# shift_sequencer

Figure 1. A small window of the routed layout (shift_sequencer).
The bar under the picture is 5 µm long. Region (26, 40) to (46, 60) µm. Cells in gray, sequential cells in the stronger gray; small squares are vias.
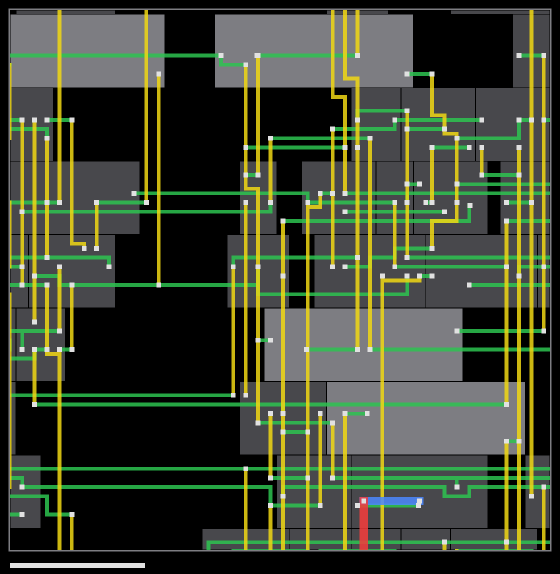
Figure 2. Gate-type map (shift_sequencer).
The bar under the picture is 20 µm long.
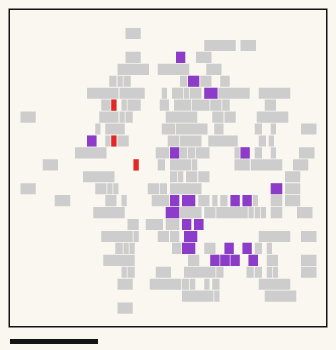
Figure 3. Metal layers overlaid (shift_sequencer).
The bar under the picture is 20 µm long.
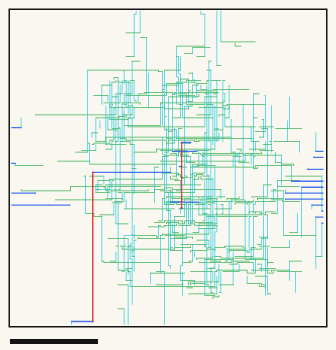
[config.mk]
export PLATFORM = sky130hd
export DESIGN_NAME = shift_sequencer
export DESIGN_NICKNAME = d
export VERILOG_FILES = /design/src/rtl/shift_sequencer.sv
export SDC_FILE = /design/constraint.sdc
export NUM_CORES = 1
export LEC_CHECK = 0
export CORE_MARGIN = 2
export CORE_UTILIZATION = 25
export DETAILED_ROUTE_END_ITERATION = 12
export PLACE_DENSITY = 0.5
export SYNTH_ARGS = -nofsm -noshare
export SYNTH_HDL_FRONTEND = slang
export SYNTH_SLANG_ARGS = --single-unit
[constraint.sdc]
create_clock -name CLK -period 1.8 [get_ports CLK]
set_input_delay 0.36 -clock CLK [delete_from_list [all_inputs] [get_ports CLK]]
set_output_delay 0.36 -clock CLK [all_outputs]
set_load 0.02 [all_outputs]
[src/rtl/shift_sequencer.sv]
// Variable-amount (0..2**CNT_W-1) shifter built by iterating a single-position
// shift step once per clock; result, carry and zero flag are published with a DONE pulse.

module shift_sequencer_step #(
  parameter int WIDTH = 6
) (
  input  logic [WIDTH-1:0] din_i,
  input  logic [1:0]       mode_i,
  output logic [WIDTH-1:0] dout_o,
  output logic             cout_o
);
  always_comb begin
    dout_o = din_i;
    cout_o = 1'b0;
    case (mode_i)
      2'b00: begin dout_o = {1'b0, din_i[WIDTH-1:1]};           cout_o = din_i[0];       end
      2'b01: begin dout_o = {din_i[WIDTH-2:0], 1'b0};           cout_o = din_i[WIDTH-1]; end
      2'b10: begin dout_o = {din_i[WIDTH-1], din_i[WIDTH-1:1]}; cout_o = din_i[0];       end
      2'b11: begin dout_o = {din_i[0], din_i[WIDTH-1:1]};       cout_o = din_i[0];       end
      default: ;
    endcase
  end
endmodule

module shift_sequencer #(
  parameter int WIDTH = 6,
  parameter int CNT_W = 3
) (
  input  logic             CLK,
  input  logic             RST_N,
  input  logic             START,
  input  logic [WIDTH-1:0] A,
  input  logic [CNT_W-1:0] AMT,
  input  logic [1:0]       MODE,
  output logic             BUSY,
  output logic             DONE,
  output logic [WIDTH-1:0] Y,
  output logic             C,
  output logic             Z
);
  typedef enum logic [1:0] {S_IDLE, S_SHIFT, S_DONE} state_t;

  state_t           state_q, state_d;
  logic [WIDTH-1:0] work_q, work_d;
  logic [CNT_W-1:0] cnt_q, cnt_d;
  logic [1:0]       mode_q, mode_d;
  logic [WIDTH-1:0] y_q, y_d;
  logic             c_q, c_d, z_q, z_d;
  logic             busy_q, busy_d, done_q, done_d;

  logic [WIDTH-1:0] step_y;
  logic             step_c;
  logic             last_step;

  shift_sequencer_step #(.WIDTH(WIDTH)) u_step (
    .din_i  (work_q),
    .mode_i (mode_q),
    .dout_o (step_y),
    .cout_o (step_c)
  );

  assign last_step = (cnt_q == CNT_W'(1));

  always_ff @(posedge CLK) begin
    if (!RST_N) begin
      state_q <= S_IDLE;
      work_q  <= '0;
      cnt_q   <= '0;
      mode_q  <= '0;
      y_q     <= '0;
      c_q     <= 1'b0;
      z_q     <= 1'b1;
      busy_q  <= 1'b0;
      done_q  <= 1'b0;
    end else begin
      state_q <= state_d;
      work_q  <= work_d;
      cnt_q   <= cnt_d;
      mode_q  <= mode_d;
      y_q     <= y_d;
      c_q     <= c_d;
      z_q     <= z_d;
      busy_q  <= busy_d;
      done_q  <= done_d;
    end
  end

  always_comb begin
    state_d = state_q;
    case (state_q)
      S_IDLE:  if (START) state_d = (AMT != '0) ? S_SHIFT : S_DONE;
      S_SHIFT: if (last_step) state_d = S_DONE;
      S_DONE:  state_d = S_IDLE;
      default: state_d = S_IDLE;
    endcase
  end

  // Results load on the edge entering DONE, so they come straight from the
  // final step (or the operand itself when the amount is zero).
  always_comb begin
    work_d = work_q;
    cnt_d  = cnt_q;
    mode_d = mode_q;
    y_d    = y_q;
    c_d    = c_q;
    z_d    = z_q;
    case (state_q)
      S_IDLE: if (START) begin
        work_d = A;
        cnt_d  = AMT;
        mode_d = MODE;
        if (AMT == '0) begin
          y_d = A;
          c_d = 1'b0;
          z_d = (A == '0);
        end
      end
      S_SHIFT: begin
        work_d = step_y;
        cnt_d  = cnt_q - CNT_W'(1);
        if (last_step) begin
          y_d = step_y;
          c_d = step_c;
          z_d = (step_y == '0);
        end
      end
      default: ;
    endcase
    busy_d = (state_d != S_IDLE);
    done_d = (state_d == S_DONE);
  end

  assign BUSY = busy_q;
  assign DONE = done_q;
  assign Y    = y_q;
  assign C    = c_q;
  assign Z    = z_q;
endmodule

==> flow_metrics.tcl <==
# metrics dict for downstream scripts
set metrics [dict create \
    use_met2 0.206 \
    inv_count 3 \
    post-route-period-util 0.949 \
    worstPathArrival_ns 1.91 \
    cellPowerDensity_mw_per_mm2 791 \
    finalHoldViolations 0 \
    nonClkBufAreaFrac 0.207 \
    power_clock_uw 328 \
    slowest_delay_ns 0.55 \
    syn2layout_area_growth_pct 33.8 \
    combGateArea_um2 644 \
    status "finished clean" \
    coreArea_mm2 0.00441 \
    min_path_type "flop to flop" \
    synth_cell_types 40 \
    yosys_warnings 0 \
    p_leak_uw 0.000594 \
    max_slew_margin 0.597 \
    setup_viol 0 \
    ctsHoldBuffers 0 \
    clock_area_frac 0.0291 \
]
## Picture notes: Figure 1
color	layer
yellow	metal 2
green	metal 1
red	metal 4
blue	metal 3
most frequent	dfxtp_1 (4), buf_4 (2)
sequential cells in the window	4
cells with their middle in the window	22

## Picture notes: Figure 2
color	family	cells	most used
purple	and/or cells	22	or3_1
red	inv cells	3	inv_1
non-filler instance count after layout: 221
Comb/total area: 0.417

## Picture notes: Figure 3
color	layer	wire length
red	metal 4	49.0 µm
green	metal 1	1380 µm
cyan	metal 2	1440 µm
blue	metal 3	98.9 µm
via count: 1087
Routed wire per std cell: 13.5 µm
final wirelength: 2.98 mm
all-layer global routing usage: 0.122


# exc_sequencer

Figure 4. Metal layers overlaid (exc_sequencer).
The bar under the picture is 10 µm long.
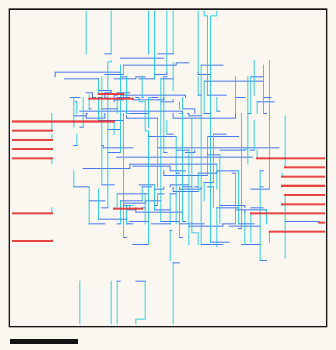
### src/rtl/exc_pkg.sv
// Shared types and datapath select encodings for the exception sequencer.
package exc_pkg;

  typedef enum logic [2:0] {
    S_IDLE,
    S_EPC_CALC,
    S_EPC_WR,
    S_MEM_RD,
    S_MEM_WAIT,
    S_MDR_LD,
    S_PC_LD,
    S_DONE
  } state_t;

  typedef enum logic [1:0] {
    CAUSE_NONE = 2'd0,
    CAUSE_OPC  = 2'd1,
    CAUSE_OVF  = 2'd2,
    CAUSE_DIV0 = 2'd3
  } cause_t;

  localparam logic [2:0] IORD_PC    = 3'd0;
  localparam logic [1:0] SRC_A_PC   = 2'd0;
  localparam logic [2:0] SRC_B_FOUR = 3'd1;
  localparam logic [2:0] ALU_ADD    = 3'b001;
  localparam logic [2:0] ALU_SUB    = 3'b010;
  localparam logic [2:0] PCS_LS     = 3'd4;
  localparam logic [1:0] LS_BYTE    = 2'd1;

endpackage

### src/rtl/exc_sequencer.sv
// Multicycle exception entry: EPC <= PC-4, fetch the handler vector byte, PC <= vector.
module exc_sequencer
  import exc_pkg::*;
#(
  parameter int MEM_WAIT = 1
) (
  input  logic       clk,
  input  logic       reset,
  input  logic       ex_opcode,
  input  logic       ex_ovf,
  input  logic       ex_div0,
  output logic       hold,
  output logic       done,
  output logic [1:0] cause,
  output logic       pc_write,
  output logic       mem_wr,
  output logic       mdr_load,
  output logic       aluout_write,
  output logic       epc_write,
  output logic [2:0] iord,
  output logic [1:0] alu_src_a,
  output logic [2:0] alu_src_b,
  output logic [2:0] alu_ctl,
  output logic [2:0] pc_source,
  output logic [1:0] load_size
);

  localparam int CNT_W = $clog2(MEM_WAIT + 1);
  localparam logic [CNT_W-1:0] CNT_LAST = CNT_W'(MEM_WAIT - 1);

  state_t           state, state_next;
  logic [CNT_W-1:0] cnt;
  cause_t           cause_q;
  cause_t           req_cause;
  logic             req_any;

  // Fixed priority: opcode > overflow > div0.
  always_comb begin
    req_cause = CAUSE_NONE;
    if (ex_opcode)    req_cause = CAUSE_OPC;
    else if (ex_ovf)  req_cause = CAUSE_OVF;
    else if (ex_div0) req_cause = CAUSE_DIV0;
  end

  assign req_any = ex_opcode | ex_ovf | ex_div0;

  // NOTE: registered state uses non-blocking assignments so every flop samples pre-edge values.
  always_ff @(posedge clk or negedge reset) begin
    if (!reset) begin
      state   <= S_IDLE;
      cnt     <= '0;
      cause_q <= CAUSE_NONE;
    end else begin
      state <= state_next;
      if (state == S_IDLE && req_any) cause_q <= req_cause;
      if (state == S_EPC_WR)          cnt <= '0;
      else if (state == S_MEM_WAIT)   cnt <= cnt + CNT_W'(1);
    end
  end

  // NOTE: every output and next-state gets a default first, so no path can infer a latch.
  always_comb begin
    state_next   = state;
    hold         = 1'b1;
    done         = 1'b0;
    pc_write     = 1'b0;
    mem_wr       = 1'b0;
    mdr_load     = 1'b0;
    aluout_write = 1'b0;
    epc_write    = 1'b0;
    iord         = IORD_PC;
    alu_src_a    = SRC_A_PC;
    alu_src_b    = 3'd0;
    alu_ctl      = 3'd0;
    pc_source    = 3'd0;
    load_size    = 2'd0;

    unique case (state)
      S_IDLE: begin
        hold = 1'b0;
        if (req_any) state_next = S_EPC_CALC;
      end
      S_EPC_CALC: begin
        alu_src_a    = SRC_A_PC;
        alu_src_b    = SRC_B_FOUR;
        alu_ctl      = ALU_SUB;
        aluout_write = 1'b1;
        state_next   = S_EPC_WR;
      end
      S_EPC_WR: begin
        epc_write  = 1'b1;
        state_next = S_MEM_RD;
      end
      S_MEM_RD: begin
        iord       = {1'b0, cause_q};
        state_next = S_MEM_WAIT;
      end
      S_MEM_WAIT: begin
        iord = {1'b0, cause_q};
        if (cnt == CNT_LAST) state_next = S_MDR_LD;
      end
      S_MDR_LD: begin
        iord       = {1'b0, cause_q};
        mdr_load   = 1'b1;
        state_next = S_PC_LD;
      end
      S_PC_LD: begin
        load_size  = LS_BYTE;
        pc_source  = PCS_LS;
        pc_write   = 1'b1;
        state_next = S_DONE;
      end
      S_DONE: begin
        done       = 1'b1;
        state_next = S_IDLE;
      end
      default: state_next = S_IDLE;
    endcase
  end

  assign cause = cause_q;

endmodule

### config.mk
export PLATFORM = sky130hd
export DESIGN_NAME = exc_sequencer
export DESIGN_NICKNAME = d
export VERILOG_FILES = /design/src/rtl/exc_pkg.sv /design/src/rtl/exc_sequencer.sv
export SDC_FILE = /design/constraint.sdc
export NUM_CORES = 1
export LEC_CHECK = 0
export ABC_AREA = 1
export CAP_MARGIN = 20
export CORE_MARGIN = 5
export CORE_UTILIZATION = 35
export DETAILED_ROUTE_END_ITERATION = 8
export PLACE_DENSITY = 0.85
export SLEW_MARGIN = 20
export SYNTH_ARGS = -nofsm -noshare
export SYNTH_HDL_FRONTEND = slang
export SYNTH_SLANG_ARGS = --single-unit
### constraint.sdc
create_clock -name clk -period 1.3 [get_ports clk]
set_clock_uncertainty 0.2 [all_clocks]
set_input_delay 0.26 -clock clk [delete_from_list [all_inputs] [get_ports clk]]
set_output_delay 0.26 -clock clk [all_outputs]
set_load 0.03 [all_outputs]
==> flow_metrics.tcl <==
# metrics dict for downstream scripts
set metrics [dict create \
    rows 13 \
    cts_root_buf "clkbuf_4" \
    drt-pass1-iter-count 5 \
    utilization 0.633 \
    nNetsFinal 100 \
    critical_path_buf_inv_count 3 \
    drive_above_1_share 0.532 \
    startpoint "state[1]$_DFFE_PN0P_" \
    synth_seq_share 0.317 \
    fin_ws_ns -0.364 \
    synth_cell_types 18 \
    cp.depth 5 \
    violations "negative setup slack" \
    status "finished, violations left" \
    biggestCellCategory "buffers" \
    postSynthCellCount 66 \
    yosysTopAreaCellShare 0.317 \
    setup_viol 15 \
    finalHoldViolations 0 \
    cp_common_cell "buf_6" \
    max_freq_ghz 0.601 \
    finalSetupTns_ns -4.24 \
    top_logic_kind "buffers and inverters" \
    regMostFlops "state" \
    h-tree-depth 1 \
    flop_cell "dfrtp_1" \
    synth-edff-count 0 \
    grt_use_total 0.0986 \
    peakVddDrop_mv 1.24 \
    via_per_inst 4.06 \
    power.share.sequential 0.147 \
    r2r_slack_ns -0.07 \
    syn_area_um2 473 \
    dieArea_mm2 0.00219 \
    warning_count 29 \
    multi_input_comb_cells 43 \
    clock-sinks 6 \
    nWellTaps 15 \
    wl_met1_um 407 \
    fillers 117 \
    aoi_share 0.0714 \
    grt_use_met1 0.124 \
    finalWirelength_mm 1.19 \
]
## Picture notes: Figure 4
color	layer	wire length
cyan	metal 2	655 µm
red	metal 3	123 µm
blue	metal 1	407 µm


# pwm_ramp_ctrl_flat

File: src/rtl/pwm_ramp_if.sv
// pwm_ramp_if: run request/estop inputs and generator drive outputs of the ramp sequencer
interface pwm_ramp_if #(parameter int SPEED_W = 3);
  logic               enable_in;
  logic [SPEED_W-1:0] target_in;
  logic               estop;
  logic               pwm_en;
  logic [SPEED_W-1:0] speed_out;
  logic               at_target;
  logic               busy;
  logic               fault;
  modport master (output enable_in, target_in, estop, input pwm_en, speed_out, at_target, busy, fault);
  modport slave  (input enable_in, target_in, estop, output pwm_en, speed_out, at_target, busy, fault);
endinterface

File: src/rtl/pwm_ramp_ctrl.sv
// pwm_ramp_ctrl: soft-start/soft-stop speed sequencer with latching emergency stop
module pwm_ramp_ctrl #(
  parameter int SPEED_W  = 3,
  parameter int STEP_DIV = 1000
) (
  input logic       clk,
  input logic       rst_n,
  pwm_ramp_if.slave bus
);
  localparam int CW = $clog2(STEP_DIV);
  typedef enum logic [1:0] {IDLE, RAMP, HOLD, FAULT} state_t;
  state_t             r_state, w_state_nxt;
  logic [CW-1:0]      r_cnt, w_cnt_nxt;
  logic [SPEED_W-1:0] r_speed, w_speed_nxt, w_eff_tgt;
  logic               r_pwm_en, w_pwm_en_nxt, r_at_target, r_busy, r_fault, w_tick;
  assign w_eff_tgt = bus.enable_in ? bus.target_in : '0;
  assign w_tick    = r_cnt == CW'(STEP_DIV - 1);
  always_comb begin
    w_state_nxt  = r_state;
    w_cnt_nxt    = '0;
    w_speed_nxt  = r_speed;
    w_pwm_en_nxt = r_pwm_en;
    if (bus.estop) begin
      w_state_nxt  = FAULT;
      w_speed_nxt  = '0;
      w_pwm_en_nxt = 1'b0;
    end else begin
      case (r_state)
        IDLE: begin
          w_speed_nxt  = '0;
          w_pwm_en_nxt = w_eff_tgt != '0;
          w_state_nxt  = w_eff_tgt != '0 ? RAMP : IDLE;
        end
        // Arrival is judged on the registered speed, so a tick never steps past the target
        RAMP: begin
          if (r_speed == w_eff_tgt) begin
            w_state_nxt  = w_eff_tgt != '0 ? HOLD : IDLE;
            w_pwm_en_nxt = w_eff_tgt != '0;
          end else begin
            w_cnt_nxt   = w_tick ? '0 : r_cnt + 1'b1;
            w_speed_nxt = !w_tick ? r_speed : w_eff_tgt > r_speed ? r_speed + 1'b1 : r_speed - 1'b1;
          end
        end
        HOLD: w_state_nxt = w_eff_tgt != r_speed ? RAMP : HOLD;
        FAULT: begin
          w_speed_nxt  = '0;
          w_pwm_en_nxt = 1'b0;
          w_state_nxt  = bus.enable_in ? FAULT : IDLE;
        end
        default: w_state_nxt = IDLE;
      endcase
    end
  end
  always_ff @(posedge clk or negedge rst_n) begin
    if (!rst_n) begin
      r_state     <= IDLE;
      r_cnt       <= '0;
      r_speed     <= '0;
      r_pwm_en    <= 1'b0;
      r_at_target <= 1'b0;
      r_busy      <= 1'b0;
      r_fault     <= 1'b0;
    end else begin
      r_state     <= w_state_nxt;
      r_cnt       <= w_cnt_nxt;
      r_speed     <= w_speed_nxt;
      r_pwm_en    <= w_pwm_en_nxt;
      r_at_target <= w_state_nxt == HOLD;
      r_busy      <= w_state_nxt == RAMP;
      r_fault     <= w_state_nxt == FAULT;
    end
  end
  assign bus.pwm_en    = r_pwm_en;
  assign bus.speed_out = r_speed;
  assign bus.at_target = r_at_target;
  assign bus.busy      = r_busy;
  assign bus.fault     = r_fault;
endmodule

File: src/flat_wrapper.sv
// flat-port wrapper written by rule: the top's interface ports become plain ports
module pwm_ramp_ctrl_flat 
#(
  parameter int SPEED_W  = 3,
  parameter int STEP_DIV = 1000
)
  (clk, rst_n, bus_enable_in, bus_target_in, bus_estop, bus_pwm_en, bus_speed_out, bus_at_target, bus_busy, bus_fault);
  pwm_ramp_if #(.SPEED_W(SPEED_W)) bus_i ();
  input logic clk;
  input logic rst_n;
  input wire logic [$bits(bus_i.enable_in)-1:0] bus_enable_in;
  input wire logic [$bits(bus_i.target_in)-1:0] bus_target_in;
  input wire logic [$bits(bus_i.estop)-1:0] bus_estop;
  output wire logic [$bits(bus_i.pwm_en)-1:0] bus_pwm_en;
  output wire logic [$bits(bus_i.speed_out)-1:0] bus_speed_out;
  output wire logic [$bits(bus_i.at_target)-1:0] bus_at_target;
  output wire logic [$bits(bus_i.busy)-1:0] bus_busy;
  output wire logic [$bits(bus_i.fault)-1:0] bus_fault;
  assign bus_i.enable_in = bus_enable_in;
  assign bus_i.target_in = bus_target_in;
  assign bus_i.estop = bus_estop;
  assign bus_pwm_en = bus_i.pwm_en;
  assign bus_speed_out = bus_i.speed_out;
  assign bus_at_target = bus_i.at_target;
  assign bus_busy = bus_i.busy;
  assign bus_fault = bus_i.fault;
  pwm_ramp_ctrl #(.SPEED_W(SPEED_W), .STEP_DIV(STEP_DIV)) u_core (.clk(clk), .rst_n(rst_n), .bus(bus_i));
endmodule
File: config.mk
export PLATFORM = sky130hd
export DESIGN_NAME = pwm_ramp_ctrl_flat
export DESIGN_NICKNAME = d
export VERILOG_FILES = /design/src/rtl/pwm_ramp_if.sv /design/src/rtl/pwm_ramp_ctrl.sv /design/src/flat_wrapper.sv
export SDC_FILE = /design/constraint.sdc
export NUM_CORES = 1
export LEC_CHECK = 0
export ABC_AREA = 0
export CAP_MARGIN = 20
export CORE_UTILIZATION = 50
export CTS_CLUSTER_DIAMETER = 40
export DETAILED_ROUTE_END_ITERATION = 12
export PLACE_DENSITY = 0.73
export SYNTH_ARGS = -nofsm -noshare
export SYNTH_HDL_FRONTEND = slang
export SYNTH_SLANG_ARGS = --single-unit
File: constraint.sdc
create_clock -name clk -period 2.79 [get_ports clk]
set_clock_uncertainty 0.15 [all_clocks]
set_input_delay 0.558 -clock clk [delete_from_list [all_inputs] [get_ports clk]]
set_output_delay 0.558 -clock clk [all_outputs]
set_load 0.05 [all_outputs]
Figure 5. Track usage over the die (pwm_ramp_ctrl_flat).
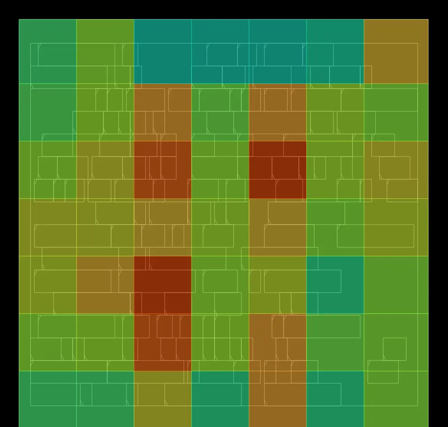
Routed wire per std cell: 12.5 µm
GR Util met1: 0.224
Post-Route Utilization: 0.666
GR Util met2: 0.338

==> flow_metrics.tcl <==
# metrics dict for downstream scripts
set metrics [dict create \
    status "finished clean" \
    r2r_cells 8 \
    coreArea_mm2 0.00202 \
    swShare 0.435 \
    slowest_stage "or4b_1" \
    yosys_area_mm2 0.00111 \
    multi_input_comb_cells 82 \
    finalPower_uw 1150 \
    warning_count 29 \
    nClkBuffers 3 \
    crit_path_end_kind "flop" \
    place_congestion 0.822 \
    r2r-start "u_core.bus.speed_out[1]$_DFFE_PN0P_" \
    peakVddDrop_mv 0.592 \
    fin_crit_ns 2.70 \
    drtIter0Drc 7 \
    top_power_group "combinational logic" \
    rsz0062_at_grt "false" \
    die_h_um 49.1 \
    grt_use_met3 0.0498 \
    fillers 167 \
    p_clk_frac 0.128 \
    dr_total_vias 824 \
    via_per_inst 5.25 \
    grt_max_degree 20 \
    yosysTopAreaCellShare 0.428 \
    grt_use_total 0.189 \
    dpl-instance-area_mm2 0.00130 \
    ys_async_sr_fraction 1.00 \
    start_kind "input port" \
]

# or_map_engine

Figure 6. A small window of the routed layout (or_map_engine).
The bar under the picture is 5 µm long. Region (50, 75) to (70, 95) µm. Cells in gray, sequential cells in the stronger gray; small squares are vias.
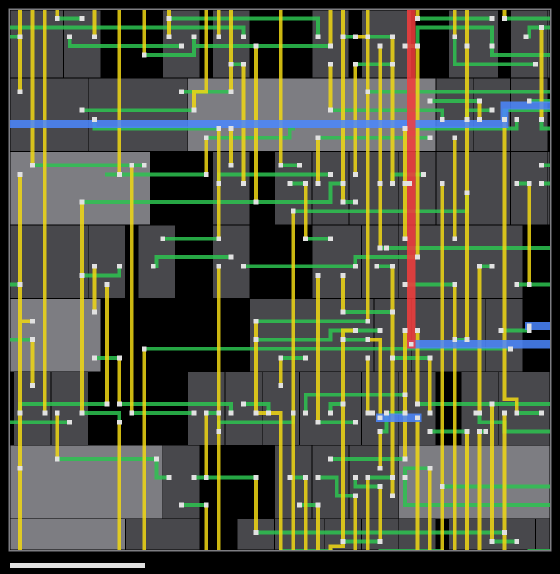
Figure 7. Gate-type map (or_map_engine).
The bar under the picture is 20 µm long.
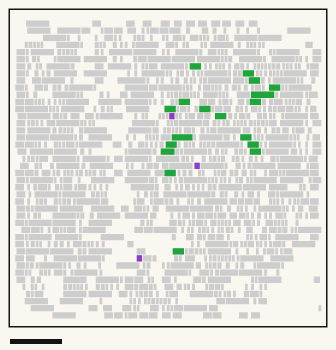
$ cat config.mk
export PLATFORM = sky130hd
export DESIGN_NAME = or_map_engine
export DESIGN_NICKNAME = d
export VERILOG_FILES = /design/src/rtl/or_map_engine.sv
export SDC_FILE = /design/constraint.sdc
export NUM_CORES = 1
export LEC_CHECK = 0
export ABC_AREA = 1
export ABC_CLOCK_PERIOD_IN_PS = 4500
export CAP_MARGIN = 20
export CORE_MARGIN = 1.5
export CORE_UTILIZATION = 52
export CTS_BUF_LIST = sky130_fd_sc_hd__clkbuf_4 sky130_fd_sc_hd__clkbuf_8 sky130_fd_sc_hd__clkbuf_16
export CTS_CLUSTER_DIAMETER = 40
export DETAILED_ROUTE_END_ITERATION = 10
export PLACE_DENSITY = 0.89
export REMOVE_ABC_BUFFERS = 1
export SLEW_MARGIN = 0
export SYNTH_ARGS = -nofsm -noshare
export SYNTH_HDL_FRONTEND = slang
export SYNTH_SLANG_ARGS = --single-unit
$ cat constraint.sdc
create_clock -name clk -period 4.5 [get_ports clk]
set_input_delay 1.35 -clock clk [delete_from_list [all_inputs] [get_ports clk]]
set_output_delay 1.35 -clock clk [all_outputs]
set_load 0.02 [all_outputs]
$ cat src/rtl/or_map_engine.sv
// or_map_engine: sequential executor for OR-map descriptors.
// It ORs mem[modifier+i] into mem[origin+i] for each word of the descriptor,
// using a single-port RAM whose read data arrives one cycle after the strobe.
// Define ORMAP_OVERLAP_CHECK_EN to reject descriptors whose in-place overlap
// would feed earlier results into later reads; they finish at once with err=1.
module or_map_engine #(
    parameter int AW = 16,
    parameter int DW = 32,
    parameter int LW = 16,
    parameter int NF = 8,
    localparam int SW = $clog2(NF)
) (
    input  logic          clk,
    input  logic          rst_n,
    input  logic          cmd_valid,
    output logic          cmd_ready,
    input  logic [AW-1:0] cmd_origin,
    input  logic [AW-1:0] cmd_modifier,
    input  logic [LW-1:0] cmd_length,
    input  logic          cmd_cond_en,
    input  logic [SW-1:0] cmd_cond_sel,
    input  logic          cmd_cond_val,
    input  logic [NF-1:0] flags,
    output logic          mem_req,
    output logic          mem_we,
    output logic [AW-1:0] mem_addr,
    output logic [DW-1:0] mem_wdata,
    input  logic [DW-1:0] mem_rdata,
    output logic          done,
    output logic          skipped,
    output logic          err
);
    typedef enum logic [2:0] {IDLE, RD_A, RD_B, CAP_B, WR, FIN} state_t;

    state_t        state, nxt;
    logic [AW-1:0] org, mdf, idx_a;
    logic [LW-1:0] len, idx;
    logic [DW-1:0] a_q, b_q;
    logic          skip_q, err_q;
    logic          accept, cond_ok, hazard, last, go_fin;

    assign accept  = (state == IDLE) && cmd_valid;
    assign cond_ok = !cmd_cond_en || (flags[cmd_cond_sel] == cmd_cond_val);
    assign idx_a   = AW'(idx);
    assign last    = (idx == len - LW'(1));
    assign go_fin  = !cond_ok || (cmd_length == '0) || hazard;

`ifdef ORMAP_OVERLAP_CHECK_EN
    localparam int CW = ((AW > LW) ? AW : LW) + 1;
    logic [AW-1:0] gap;
    // Distance is only meaningful when modifier sits below origin, so it never wraps.
    assign gap    = cmd_origin - cmd_modifier;
    assign hazard = (cmd_modifier < cmd_origin) && (CW'(gap) < CW'(cmd_length));
`else
    assign hazard = 1'b0;
`endif

    // State register; reset aborts any command in flight without a done pulse.
    always_ff @(posedge clk or negedge rst_n) begin
        if (!rst_n) state <= IDLE;
        else        state <= nxt;
    end

    // Descriptor capture, word index and operand registers.
    always_ff @(posedge clk or negedge rst_n) begin
        if (!rst_n) begin
            org    <= '0;
            mdf    <= '0;
            len    <= '0;
            idx    <= '0;
            a_q    <= '0;
            b_q    <= '0;
            skip_q <= 1'b0;
            err_q  <= 1'b0;
        end else begin
            if (accept) begin
                org    <= cmd_origin;
                mdf    <= cmd_modifier;
                len    <= cmd_length;
                idx    <= '0;
                skip_q <= !cond_ok;
                err_q  <= cond_ok && hazard;
            end
            if (state == RD_B)  a_q <= mem_rdata;
            if (state == CAP_B) b_q <= mem_rdata;
            if (state == WR)    idx <= idx + LW'(1);
        end
    end

    // Next-state decode and memory/completion outputs for the current state.
    always_comb begin
        nxt       = state;
        cmd_ready = 1'b0;
        mem_req   = 1'b0;
        mem_we    = 1'b0;
        mem_addr  = '0;
        mem_wdata = '0;
        done      = 1'b0;
        skipped   = 1'b0;
        err       = 1'b0;
        case (state)
            IDLE: begin
                cmd_ready = 1'b1;
                if (cmd_valid) nxt = go_fin ? FIN : RD_A;
            end
            RD_A: begin
                mem_req  = 1'b1;
                mem_addr = org + idx_a;
                nxt      = RD_B;
            end
            RD_B: begin
                mem_req  = 1'b1;
                mem_addr = mdf + idx_a;
                nxt      = CAP_B;
            end
            CAP_B: nxt = WR;
            WR: begin
                mem_req   = 1'b1;
                mem_we    = 1'b1;
                mem_addr  = org + idx_a;
                mem_wdata = a_q | b_q;
                nxt       = last ? FIN : RD_A;
            end
            FIN: begin
                done    = 1'b1;
                skipped = skip_q;
                err     = err_q;
                nxt     = IDLE;
            end
            default: nxt = IDLE;
        endcase
    end
endmodule

==> flow_metrics.tcl <==
# metrics dict for downstream scripts
set metrics [dict create \
    avgSynthCellArea_um2 7.28 \
    drtIter0Drc 442 \
    fillers 1080 \
    r2r_slack_ns 2.31 \
    yosysTopAreaCellShare 0.458 \
    fin_area_mm2 0.00953 \
    cp_data_required_time_ns 3.15 \
    startpoint "state[0]$_DFFE_PN0P_" \
    status "finished clean" \
    comb-power_uw 2710 \
    cp.depth 22 \
    grt_use_met3 0.0844 \
    syn2layout_area_growth_pct 32.1 \
    syn_area_mm2 0.00722 \
    register_area_mm2 0.00330 \
    start_kind "flop" \
    n_all_buffers 167 \
    top_logic_kind "simple AND/OR/NAND/NOR gates" \
    antenna_found_initial 0 \
    wl_met2_mm 9.01 \
    highest_layer "met4" \
    fin_ws_ns 0.0730 \
    multi_input_comb_cells 709 \
    most_common_cell "nand2_1" \
    synth-edff-count 0 \
    nWellTaps 176 \
    grt_max_degree 67 \
    dr_total_vias 6871 \
    dp_cells 1294 \
    warning_count 26 \
    regToRegEndpoint "idx[13]$_DFFE_PN0P_" \
    skew_ns 0.00680 \
    stdcell_count 1332 \
    dpl-instance-area_mm2 0.00887 \
    power_frac_comb 0.444 \
    clock_area_frac 0.0600 \
    sequentialPower_uw 2050 \
    common_cells "nand2_1, dfrtp_1, inv_1, nor2_1, o21ai_0" \
    grt_use_total 0.257 \
    power.share.sequential 0.336 \
    grt-ovfl-total 0 \
]
About Figure 6:
color	layer
green	metal 1
red	metal 4
yellow	metal 2
blue	metal 3
sequential cells in the window	4
netlist names of flops here include	mdf (3), idx (1)
cells with their middle in the window	46
most frequent	nand2_1 (20), inv_1 (9), dfrtp_1 (4)

About Figure 7:
color	family	cells	most used
green	fa/ha/maj cells	18	ha_1
purple	and/or cells	3	or2_2


# input_arbiter

[src/rtl/input_arbiter.sv]
// Player-control arbiter: grants the keyboard or one of two joysticks
// ownership of the core's control lines, holds the grant until the owner
// has been idle for HOLD_FRAMES frames, applies cabinet rotation and
// opposing-direction cancellation, and generates a frame-timed coin pulse.
//
// state  | meaning
// IDLE   | no source owns the controls, owner = 3, arbitrated outputs 0
// OWNED  | owner_q drives the controls until its idle hold time expires
module input_arbiter #(
    parameter int HOLD_FRAMES = 30,
    parameter int COIN_FRAMES = 4
) (
    input  logic       clk_sys,
    input  logic       res_n,
    input  logic       vblank,
    input  logic       rotate,
    input  logic [9:0] kbjoy,
    input  logic [7:0] joystick_0,
    input  logic [7:0] joystick_1,
    output logic       m_up,
    output logic       m_down,
    output logic       m_left,
    output logic       m_right,
    output logic       m_fire,
    output logic       m_bomb,
    output logic       m_start1,
    output logic       m_start2,
    output logic       m_coin,
    output logic [1:0] owner
);

    localparam int HOLD_W = $clog2(HOLD_FRAMES + 1);
    localparam int COIN_W = $clog2(COIN_FRAMES + 1);

    typedef enum logic {S_IDLE, S_OWNED} state_t;

    state_t            state, state_nxt;
    logic [1:0]        owner_nxt;
    logic [HOLD_W-1:0] hold_cnt, hold_nxt;
    logic [COIN_W-1:0] coin_cnt;

    logic              vblank_reg, vblank_prev, rotate_reg, coin_prev;
    logic [8:0]        kb_reg;
    logic [5:0]        j0_reg, j1_reg;

    logic              frame_tick, coin_edge, owner_act, expire;
    logic [5:0]        vec_kb, vec_j0, vec_j1, sel_vec;
    logic [2:0]        act;
    logic [1:0]        prio;
    logic              r_up, r_down, r_left, r_right;

    // Bits of the input buses that carry nothing for this core.
    logic              unused_bits;
    assign unused_bits = ^{kbjoy[9], joystick_0[7:6], joystick_1[7:6]};

    // Input stage: every input registered once, plus edge-detect history.
    always_ff @(posedge clk_sys or negedge res_n) begin
        if (!res_n) begin
            vblank_reg  <= 1'b0;
            vblank_prev <= 1'b0;
            rotate_reg  <= 1'b0;
            kb_reg      <= '0;
            j0_reg      <= '0;
            j1_reg      <= '0;
            coin_prev   <= 1'b0;
        end else begin
            vblank_reg  <= vblank;
            vblank_prev <= vblank_reg;
            rotate_reg  <= rotate;
            kb_reg      <= kbjoy[8:0];
            j0_reg      <= joystick_0[5:0];
            j1_reg      <= joystick_1[5:0];
            coin_prev   <= kb_reg[3];
        end
    end

    assign frame_tick = vblank_reg & ~vblank_prev;
    assign coin_edge  = kb_reg[3] & ~coin_prev;

    // Normalised layout: {bomb, fire, right, left, down, up}.
    assign vec_kb = {kb_reg[8], kb_reg[0], kb_reg[7], kb_reg[6], kb_reg[5], kb_reg[4]};
    assign vec_j0 = {j0_reg[5], j0_reg[4], j0_reg[0], j0_reg[1], j0_reg[2], j0_reg[3]};
    assign vec_j1 = {j1_reg[5], j1_reg[4], j1_reg[0], j1_reg[1], j1_reg[2], j1_reg[3]};
    assign act    = {|vec_j1, |vec_j0, |vec_kb};

    // Fixed priority KBD > JOY0 > JOY1; 3 when nobody is active.
    always_comb begin
        prio = 2'd3;
        if (act[0])      prio = 2'd0;
        else if (act[1]) prio = 2'd1;
        else if (act[2]) prio = 2'd2;
    end

    // Grant state machine. Expiry is taken on the tick that would make the
    // counter reach HOLD_FRAMES, so the hand-over lands on that frame edge.
    always_comb begin
        state_nxt = state;
        owner_nxt = owner;
        hold_nxt  = hold_cnt;
        owner_act = 1'b0;
        expire    = 1'b0;
        case (owner)
            2'd0:    owner_act = act[0];
            2'd1:    owner_act = act[1];
            2'd2:    owner_act = act[2];
            default: owner_act = 1'b0;
        endcase
        case (state)
            S_IDLE: begin
                hold_nxt  = '0;
                owner_nxt = prio;
                if (|act) state_nxt = S_OWNED;
            end
            S_OWNED: begin
                expire = (hold_cnt == HOLD_W'(HOLD_FRAMES)) ||
                         (frame_tick && hold_cnt == HOLD_W'(HOLD_FRAMES - 1));
                if (owner_act) begin
                    hold_nxt = '0;
                end else if (expire) begin
                    hold_nxt  = '0;
                    owner_nxt = prio;
                    if (!(|act)) state_nxt = S_IDLE;
                end else if (frame_tick) begin
                    hold_nxt = hold_cnt + HOLD_W'(1);
                end
            end
            default: begin
                state_nxt = S_IDLE;
                owner_nxt = 2'd3;
                hold_nxt  = '0;
            end
        endcase
    end

    // Data of the next owner, then rotation, then opposing cancellation.
    always_comb begin
        case (owner_nxt)
            2'd0:    sel_vec = vec_kb;
            2'd1:    sel_vec = vec_j0;
            2'd2:    sel_vec = vec_j1;
            default: sel_vec = '0;
        endcase
        if (rotate_reg) begin
            r_up    = sel_vec[3];
            r_down  = sel_vec[2];
            r_left  = sel_vec[0];
            r_right = sel_vec[1];
        end else begin
            r_up    = sel_vec[0];
            r_down  = sel_vec[1];
            r_left  = sel_vec[2];
            r_right = sel_vec[3];
        end
    end

    // Grant state and arbitrated outputs move together, so owner and data
    // switch on the same cycle.
    always_ff @(posedge clk_sys or negedge res_n) begin
        if (!res_n) begin
            state    <= S_IDLE;
            owner    <= 2'd3;
            hold_cnt <= '0;
            m_up     <= 1'b0;
            m_down   <= 1'b0;
            m_left   <= 1'b0;
            m_right  <= 1'b0;
            m_fire   <= 1'b0;
            m_bomb   <= 1'b0;
            m_start1 <= 1'b0;
            m_start2 <= 1'b0;
        end else begin
            state    <= state_nxt;
            owner    <= owner_nxt;
            hold_cnt <= hold_nxt;
            m_up     <= r_up & ~r_down;
            m_down   <= r_down & ~r_up;
            m_left   <= r_left & ~r_right;
            m_right  <= r_right & ~r_left;
            m_fire   <= sel_vec[4];
            m_bomb   <= sel_vec[5];
            m_start1 <= kb_reg[1];
            m_start2 <= kb_reg[2];
        end
    end

    // Coin pulse: armed by a press edge only when idle, counts frames down.
    always_ff @(posedge clk_sys or negedge res_n) begin
        if (!res_n) begin
            coin_cnt <= '0;
        end else if (coin_edge && coin_cnt == '0) begin
            coin_cnt <= COIN_W'(COIN_FRAMES);
        end else if (frame_tick && coin_cnt != '0) begin
            coin_cnt <= coin_cnt - COIN_W'(1);
        end
    end

    assign m_coin = (coin_cnt != '0);

endmodule

[config.mk]
export PLATFORM = sky130hd
export DESIGN_NAME = input_arbiter
export DESIGN_NICKNAME = d
export VERILOG_FILES = /design/src/rtl/input_arbiter.sv
export SDC_FILE = /design/constraint.sdc
export NUM_CORES = 1
export LEC_CHECK = 0
export CAP_MARGIN = 10
export CORE_AREA = 2 2 82 84
export CTS_CLUSTER_DIAMETER = 40
export DETAILED_ROUTE_END_ITERATION = 16
export DIE_AREA = 0 0 84 86
export PLACE_DENSITY_LB_ADDON = 0.1
export SLEW_MARGIN = 10
export SYNTH_ARGS = -nofsm -noshare
export SYNTH_HDL_FRONTEND = slang
export SYNTH_SLANG_ARGS = --single-unit
export TNS_END_PERCENT = 100
[constraint.sdc]
create_clock -name clk_sys -period 3.17 [get_ports clk_sys]
set_input_delay 0.951 -clock clk_sys [delete_from_list [all_inputs] [get_ports clk_sys]]
set_output_delay 0.951 -clock clk_sys [all_outputs]
set_load 0.02 [all_outputs]
Figure 8. Metal layers overlaid (input_arbiter).
The bar under the picture is 20 µm long.
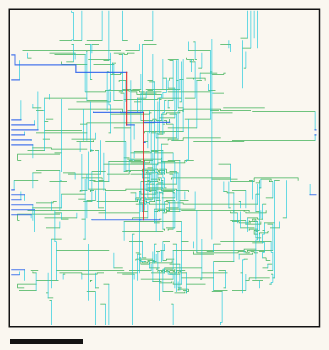
color	layer	wire length
blue	metal 3	141 µm
green	metal 1	1580 µm
cyan	metal 2	1670 µm
red	metal 4	43.5 µm
all-layer global routing usage: 0.103
Routed wire per std cell: 13.5 µm
final wirelength: 3.43 mm
via count: 1139

==> flow_metrics.tcl <==
# metrics dict for downstream scripts
set metrics [dict create \
    nonClkBufAreaFrac 0.144 \
    cellPowerDensity_mw_per_mm2 517 \
    most-common-layout-cells "dfrtp_1, clkdlybuf4s50_1, nand2_1" \
    slowest_stage "mux4_2" \
    simple_gate_area_frac 0.150 \
    drive_above_1_share 0.141 \
    regToRegEndpoint "m_down$_DFF_PN0_" \
    status "finished clean" \
    cts.repair.resized 0 \
    inv_count 5 \
    postSynthCellCount 136 \
    clock-sinks 44 \
    crit_path_end "m_down$_DFF_PN0_" \
    coreArea_mm2 0.00628 \
    peakVddDrop_mv 0.254 \
    seq_area_frac 0.459 \
    largest_register_ffs 9 \
    syn2layout_area_growth_pct 29.6 \
    post-route-period-util 0.845 \
    drtIter0Drc 18 \
    h-tree-depth 2 \
    grt-ovfl-total 0 \
    nWellTaps 77 \
    nNetsFinal 211 \
    hold_depth 0 \
    max_freq_ghz 0.373 \
    comb-power_uw 170 \
    stdcell_count 254 \
    avgSynthCellArea_um2 13.6 \
    drt-pass1-iter-count 4 \
    cts_setup_buffers 0 \
    p_int_uw 946 \
    dieArea_mm2 0.00722 \
    min_to "m_start1$_DFF_PN0_" \
    worstPathArrival_ns 2.86 \
    path_cells "ha_1 > and3b_1 > o2111ai_4 > o21bai_2 > a2bb2oi_2 > mux2i_1 > mux4_2 > nor2b_1" \
    slowest_delay_ns 0.50 \
    clock_area_frac 0.0505 \
    yosysTopAreaCellShare 0.567 \
    synth_nets 171 \
    dp_cells 246 \
]

# level_countdown_timer_flat

**src/rtl/timer_pkg.sv**
```systemverilog
// Shared BCD types and helpers for the game countdown timers.
// bcd_add_sat exists only when TIMER_TIME_BONUS_EN is defined.
package timer_pkg;

  typedef logic [3:0] bcd_digit_t;

  typedef struct packed {
    bcd_digit_t tens;
    bcd_digit_t ones;
  } bcd2_t;

  localparam bcd_digit_t BCD_MAX            = 4'd9;
  localparam bcd_digit_t DEFAULT_START_TENS = 4'd6;
  localparam bcd_digit_t DEFAULT_START_ONES = 4'd0;

  // Two-digit BCD decrement; 00 maps to itself so a caller can never wrap.
  function automatic bcd2_t bcd_dec2(input bcd2_t v);
    bcd2_t r;
    r = v;
    if (v.ones != 4'd0) begin
      r.ones = v.ones - 4'd1;
    end else if (v.tens != 4'd0) begin
      r.ones = BCD_MAX;
      r.tens = v.tens - 4'd1;
    end
    return r;
  endfunction

  function automatic logic [6:0] bcd2_to_bin(input bcd2_t v);
    return ({3'b000, v.tens} * 7'd10) + {3'b000, v.ones};
  endfunction

`ifdef TIMER_TIME_BONUS_EN
  // Adds a single BCD digit with carry into tens, saturating at 99.
  function automatic bcd2_t bcd_add_sat(input bcd2_t v, input bcd_digit_t a);
    logic [4:0] ones_sum;
    logic [4:0] tens_sum;
    bcd2_t      r;
    ones_sum = {1'b0, v.ones} + {1'b0, a};
    tens_sum = {1'b0, v.tens};
    if (ones_sum > 5'd9) begin
      ones_sum = ones_sum - 5'd10;
      tens_sum = tens_sum + 5'd1;
    end
    if (tens_sum > 5'd9) begin
      r.tens = BCD_MAX;
      r.ones = BCD_MAX;
    end else begin
      r.tens = tens_sum[3:0];
      r.ones = ones_sum[3:0];
    end
    return r;
  endfunction
`endif

endpackage

```
**src/rtl/level_countdown_timer_if.sv**
```systemverilog
// Control/status bundle between the level controller, the timer-end checker and the timer.
// The bonus signals are present only when TIMER_TIME_BONUS_EN is defined.
interface level_countdown_timer_if;
  import timer_pkg::*;

  logic       start_level;
  logic       enable_timer;
  bcd_digit_t ones;
  bcd_digit_t tens;
  logic       one_sec;
  logic       low_time;
`ifdef TIMER_TIME_BONUS_EN
  logic       add_time;
  bcd_digit_t add_ones;

  modport master (
    output start_level, enable_timer, add_time, add_ones,
    input  ones, tens, one_sec, low_time
  );

  modport slave (
    input  start_level, enable_timer, add_time, add_ones,
    output ones, tens, one_sec, low_time
  );
`else
  modport master (
    output start_level, enable_timer,
    input  ones, tens, one_sec, low_time
  );

  modport slave (
    input  start_level, enable_timer,
    output ones, tens, one_sec, low_time
  );
`endif

endinterface

```
**src/rtl/sec_tick_gen.sv**
```systemverilog
// Prescaler producing a one-cycle tick every TICKS_PER_SEC enabled cycles.
// clear has priority over enable and returns the count to 0.
module sec_tick_gen #(
  parameter int TICKS_PER_SEC = 50_000_000
) (
  input  logic clk,
  input  logic resetN,
  input  logic clear,
  input  logic enable,
  output logic tick
);

  localparam int            CW   = (TICKS_PER_SEC > 1) ? $clog2(TICKS_PER_SEC) : 1;
  localparam logic [CW-1:0] LAST = CW'(TICKS_PER_SEC - 1);

  logic [CW-1:0] r_count;

  assign tick = enable && !clear && (r_count == LAST);

  always_ff @(posedge clk or negedge resetN) begin
    if (!resetN) begin
      r_count <= '0;
    end else if (clear) begin
      r_count <= '0;
    end else if (enable) begin
      r_count <= tick ? '0 : r_count + 1'b1;
    end
  end

endmodule

```
**src/rtl/level_countdown_timer.sv**
```systemverilog
// Per-level BCD seconds countdown: reload on start_level, decrement once per second, hold at 00.
// Optional time bonus (add_time/add_ones) enabled by defining TIMER_TIME_BONUS_EN.
module level_countdown_timer
  import timer_pkg::*;
#(
  parameter int         TICKS_PER_SEC = 50_000_000,
  parameter bcd_digit_t START_TENS    = DEFAULT_START_TENS,
  parameter bcd_digit_t START_ONES    = DEFAULT_START_ONES,
  parameter int         LOW_TIME_SEC  = 10
) (
  input  logic                   clk,
  input  logic                   resetN,
  level_countdown_timer_if.slave bus
);

  localparam logic [6:0] LOW_LIMIT = 7'(LOW_TIME_SEC);

  bcd2_t r_value;
  logic  r_one_sec;

  logic  w_tick;
  logic  w_zero;
  logic  w_clear;
  logic  w_count_en;
  logic  w_update;
  bcd2_t w_start;
  bcd2_t w_dec;
  bcd2_t w_next;
  logic [6:0] w_seconds;

  assign w_start.tens = START_TENS;
  assign w_start.ones = START_ONES;

  // An expired level keeps the prescaler parked at 0 until the next reload.
  assign w_zero     = (r_value == '0);
  assign w_clear    = bus.start_level || w_zero;
  assign w_count_en = bus.enable_timer && !w_zero;

  sec_tick_gen #(
    .TICKS_PER_SEC(TICKS_PER_SEC)
  ) u_tick (
    .clk   (clk),
    .resetN(resetN),
    .clear (w_clear),
    .enable(w_count_en),
    .tick  (w_tick)
  );

  assign w_dec = bcd_dec2(r_value);

`ifdef TIMER_TIME_BONUS_EN
  logic  w_bonus_ok;
  bcd2_t w_base;

  // Bonus is applied on top of this cycle's decrement; 00 cannot be revived.
  assign w_bonus_ok = bus.add_time && (bus.add_ones != 4'd0) &&
                      (bus.add_ones <= BCD_MAX) && !w_zero;
  assign w_base     = w_tick ? w_dec : r_value;
  assign w_next     = w_bonus_ok ? bcd_add_sat(w_base, bus.add_ones) : w_base;
  assign w_update   = w_tick || w_bonus_ok;
`else
  assign w_next     = w_dec;
  assign w_update   = w_tick;
`endif

  always_ff @(posedge clk or negedge resetN) begin
    if (!resetN) begin
      r_value   <= w_start;
      r_one_sec <= 1'b0;
    end else if (bus.start_level) begin
      r_value   <= w_start;
      r_one_sec <= 1'b0;
    end else begin
      r_one_sec <= w_tick;
      if (w_update) begin
        r_value <= w_next;
      end
    end
  end

  assign w_seconds    = bcd2_to_bin(r_value);
  assign bus.low_time = !w_zero && (w_seconds <= LOW_LIMIT);
  assign bus.tens     = r_value.tens;
  assign bus.ones     = r_value.ones;
  assign bus.one_sec  = r_one_sec;

endmodule

```
**src/flat_wrapper.sv**
```systemverilog
// flat-port wrapper written by rule: the top's interface ports become plain ports
module level_countdown_timer_flat import timer_pkg::*;
#(
  parameter int         TICKS_PER_SEC = 50_000_000,
  parameter bcd_digit_t START_TENS    = DEFAULT_START_TENS,
  parameter bcd_digit_t START_ONES    = DEFAULT_START_ONES,
  parameter int         LOW_TIME_SEC  = 10
)
  (clk, resetN, bus_start_level, bus_enable_timer, bus_ones, bus_tens, bus_one_sec, bus_low_time);
  level_countdown_timer_if bus_i ();
  input  logic clk;
  input  logic resetN;
  input wire logic [$bits(bus_i.start_level)-1:0] bus_start_level;
  input wire logic [$bits(bus_i.enable_timer)-1:0] bus_enable_timer;
  output wire logic [$bits(bus_i.ones)-1:0] bus_ones;
  output wire logic [$bits(bus_i.tens)-1:0] bus_tens;
  output wire logic [$bits(bus_i.one_sec)-1:0] bus_one_sec;
  output wire logic [$bits(bus_i.low_time)-1:0] bus_low_time;
  assign bus_i.start_level = bus_start_level;
  assign bus_i.enable_timer = bus_enable_timer;
  assign bus_ones = bus_i.ones;
  assign bus_tens = bus_i.tens;
  assign bus_one_sec = bus_i.one_sec;
  assign bus_low_time = bus_i.low_time;
  level_countdown_timer #(.TICKS_PER_SEC(TICKS_PER_SEC), .START_TENS(START_TENS), .START_ONES(START_ONES), .LOW_TIME_SEC(LOW_TIME_SEC)) u_core (.clk(clk), .resetN(resetN), .bus(bus_i));
endmodule
```
**config.mk**
```make
export PLATFORM = sky130hd
export DESIGN_NAME = level_countdown_timer_flat
export DESIGN_NICKNAME = d
export VERILOG_FILES = /design/src/rtl/timer_pkg.sv /design/src/rtl/level_countdown_timer_if.sv /design/src/rtl/sec_tick_gen.sv /design/src/rtl/level_countdown_timer.sv /design/src/flat_wrapper.sv
export SDC_FILE = /design/constraint.sdc
export NUM_CORES = 1
export LEC_CHECK = 0
export CORE_MARGIN = 1
export CORE_UTILIZATION = 55
export DETAILED_ROUTE_END_ITERATION = 12
export PLACE_DENSITY = 0.75
export SLEW_MARGIN = 20
export SYNTH_ARGS = -nofsm -noshare
export SYNTH_HDL_FRONTEND = slang
export SYNTH_SLANG_ARGS = --single-unit
```
**constraint.sdc**
```tcl
create_clock -name clk -period 3.1 [get_ports clk]
set_clock_uncertainty 0.05 [all_clocks]
set_input_delay 0.62 -clock clk [delete_from_list [all_inputs] [get_ports clk]]
set_output_delay 0.62 -clock clk [all_outputs]
set_load 0.03 [all_outputs]
```
Figure 9. Track usage over the die (level_countdown_timer_flat).
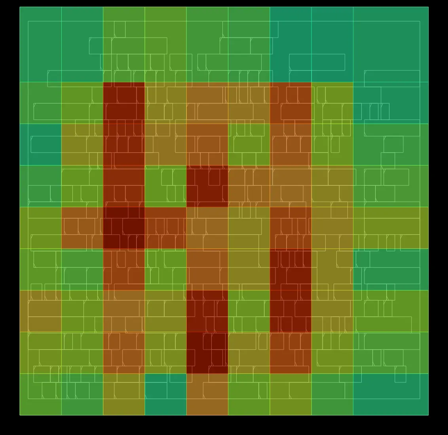
Routed wire per std cell: 17.3 µm
GR Util met1: 0.375
Post-Route Utilization: 0.665
met3 Use GR: 0.0591

Figure 10. Metal layers overlaid (level_countdown_timer_flat).
The bar under the picture is 20 µm long.
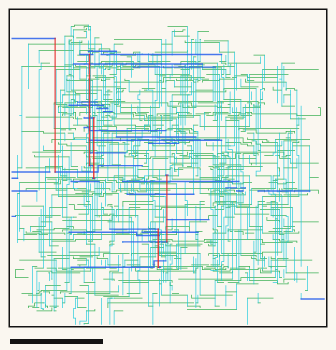
color	layer	wire length
green	metal 1	2560 µm
cyan	metal 2	2610 µm
blue	metal 3	368 µm
red	metal 4	87.7 µm

==> flow_metrics.tcl <==
# metrics dict for downstream scripts
set metrics [dict create \
    status "finished clean" \
    min_path_type "input port to async pin" \
    r2r-start "u_core.u_tick.r_count[0]$_DFFE_PN0P_" \
    switchingPower_uw 206 \
    largest_register_ffs 26 \
    clock_area_frac 0.0371 \
    swShare 0.235 \
    p_leak_uw 0.00111 \
    common_cells "dfrtp_1, nor2_1, nand2_1, nand3_1" \
    sequentialPower_uw 463 \
    nClkBuffers 8 \
    dieArea_mm2 0.00458 \
    flop-count 35 \
    most_common_cell "dfrtp_1" \
    crit_path_end "bus_low_time" \
    synth_top_cell_by_area "dfrtp_1" \
    die_x_um 67.7 \
    fillers 330 \
    worst_slew_pin_slew_ns 0.800 \
    dpl-instance-area_mm2 0.00253 \
    die_h_um 67.7 \
]
Figure 11. A small window of the routed layout (level_countdown_timer_flat).
The bar under the picture is 5 µm long. Region (24, 37) to (44, 57) µm. Cells in gray, sequential cells in the stronger gray; small squares are vias.
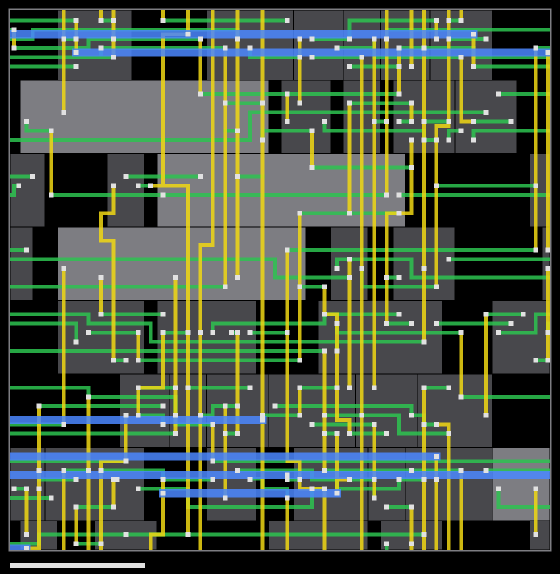
color	layer
green	metal 1
yellow	metal 2
blue	metal 3
cells with their middle in the window	33
netlist names of flops here include	u_core.u_tick.r_count (3)
sequential cells in the window	3



==> gallery <==
Gate-type map.
panel A
The bar under the picture is 10 µm long.
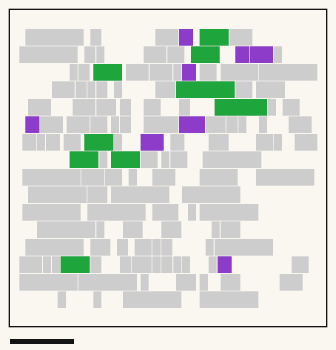
panel B
The bar under the picture is 20 µm long.
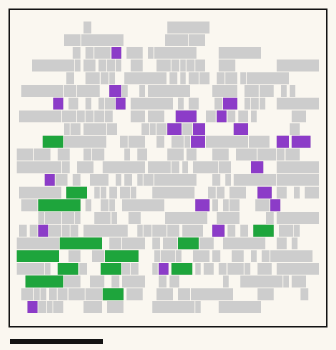
panel C
The bar under the picture is 10 µm long.
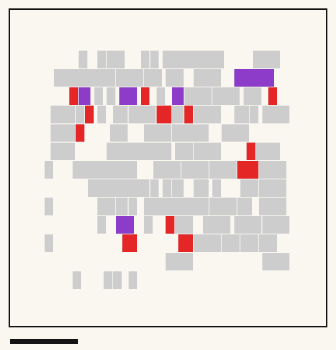
panel D
The bar under the picture is 20 µm long.
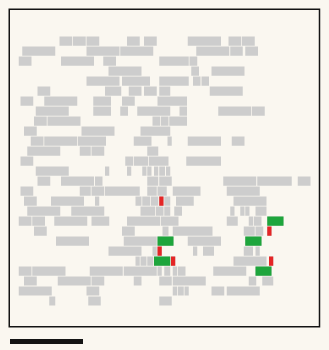
input_arbiter is panel D.
level_countdown_timer_flat is panel B.
pwm_ramp_ctrl_flat is panel A.
exc_sequencer is panel C.
- fewest cells: panel C

Key to panel C:
color	family	cells
red	inv cells	12
purple	aoi and oai cells	5

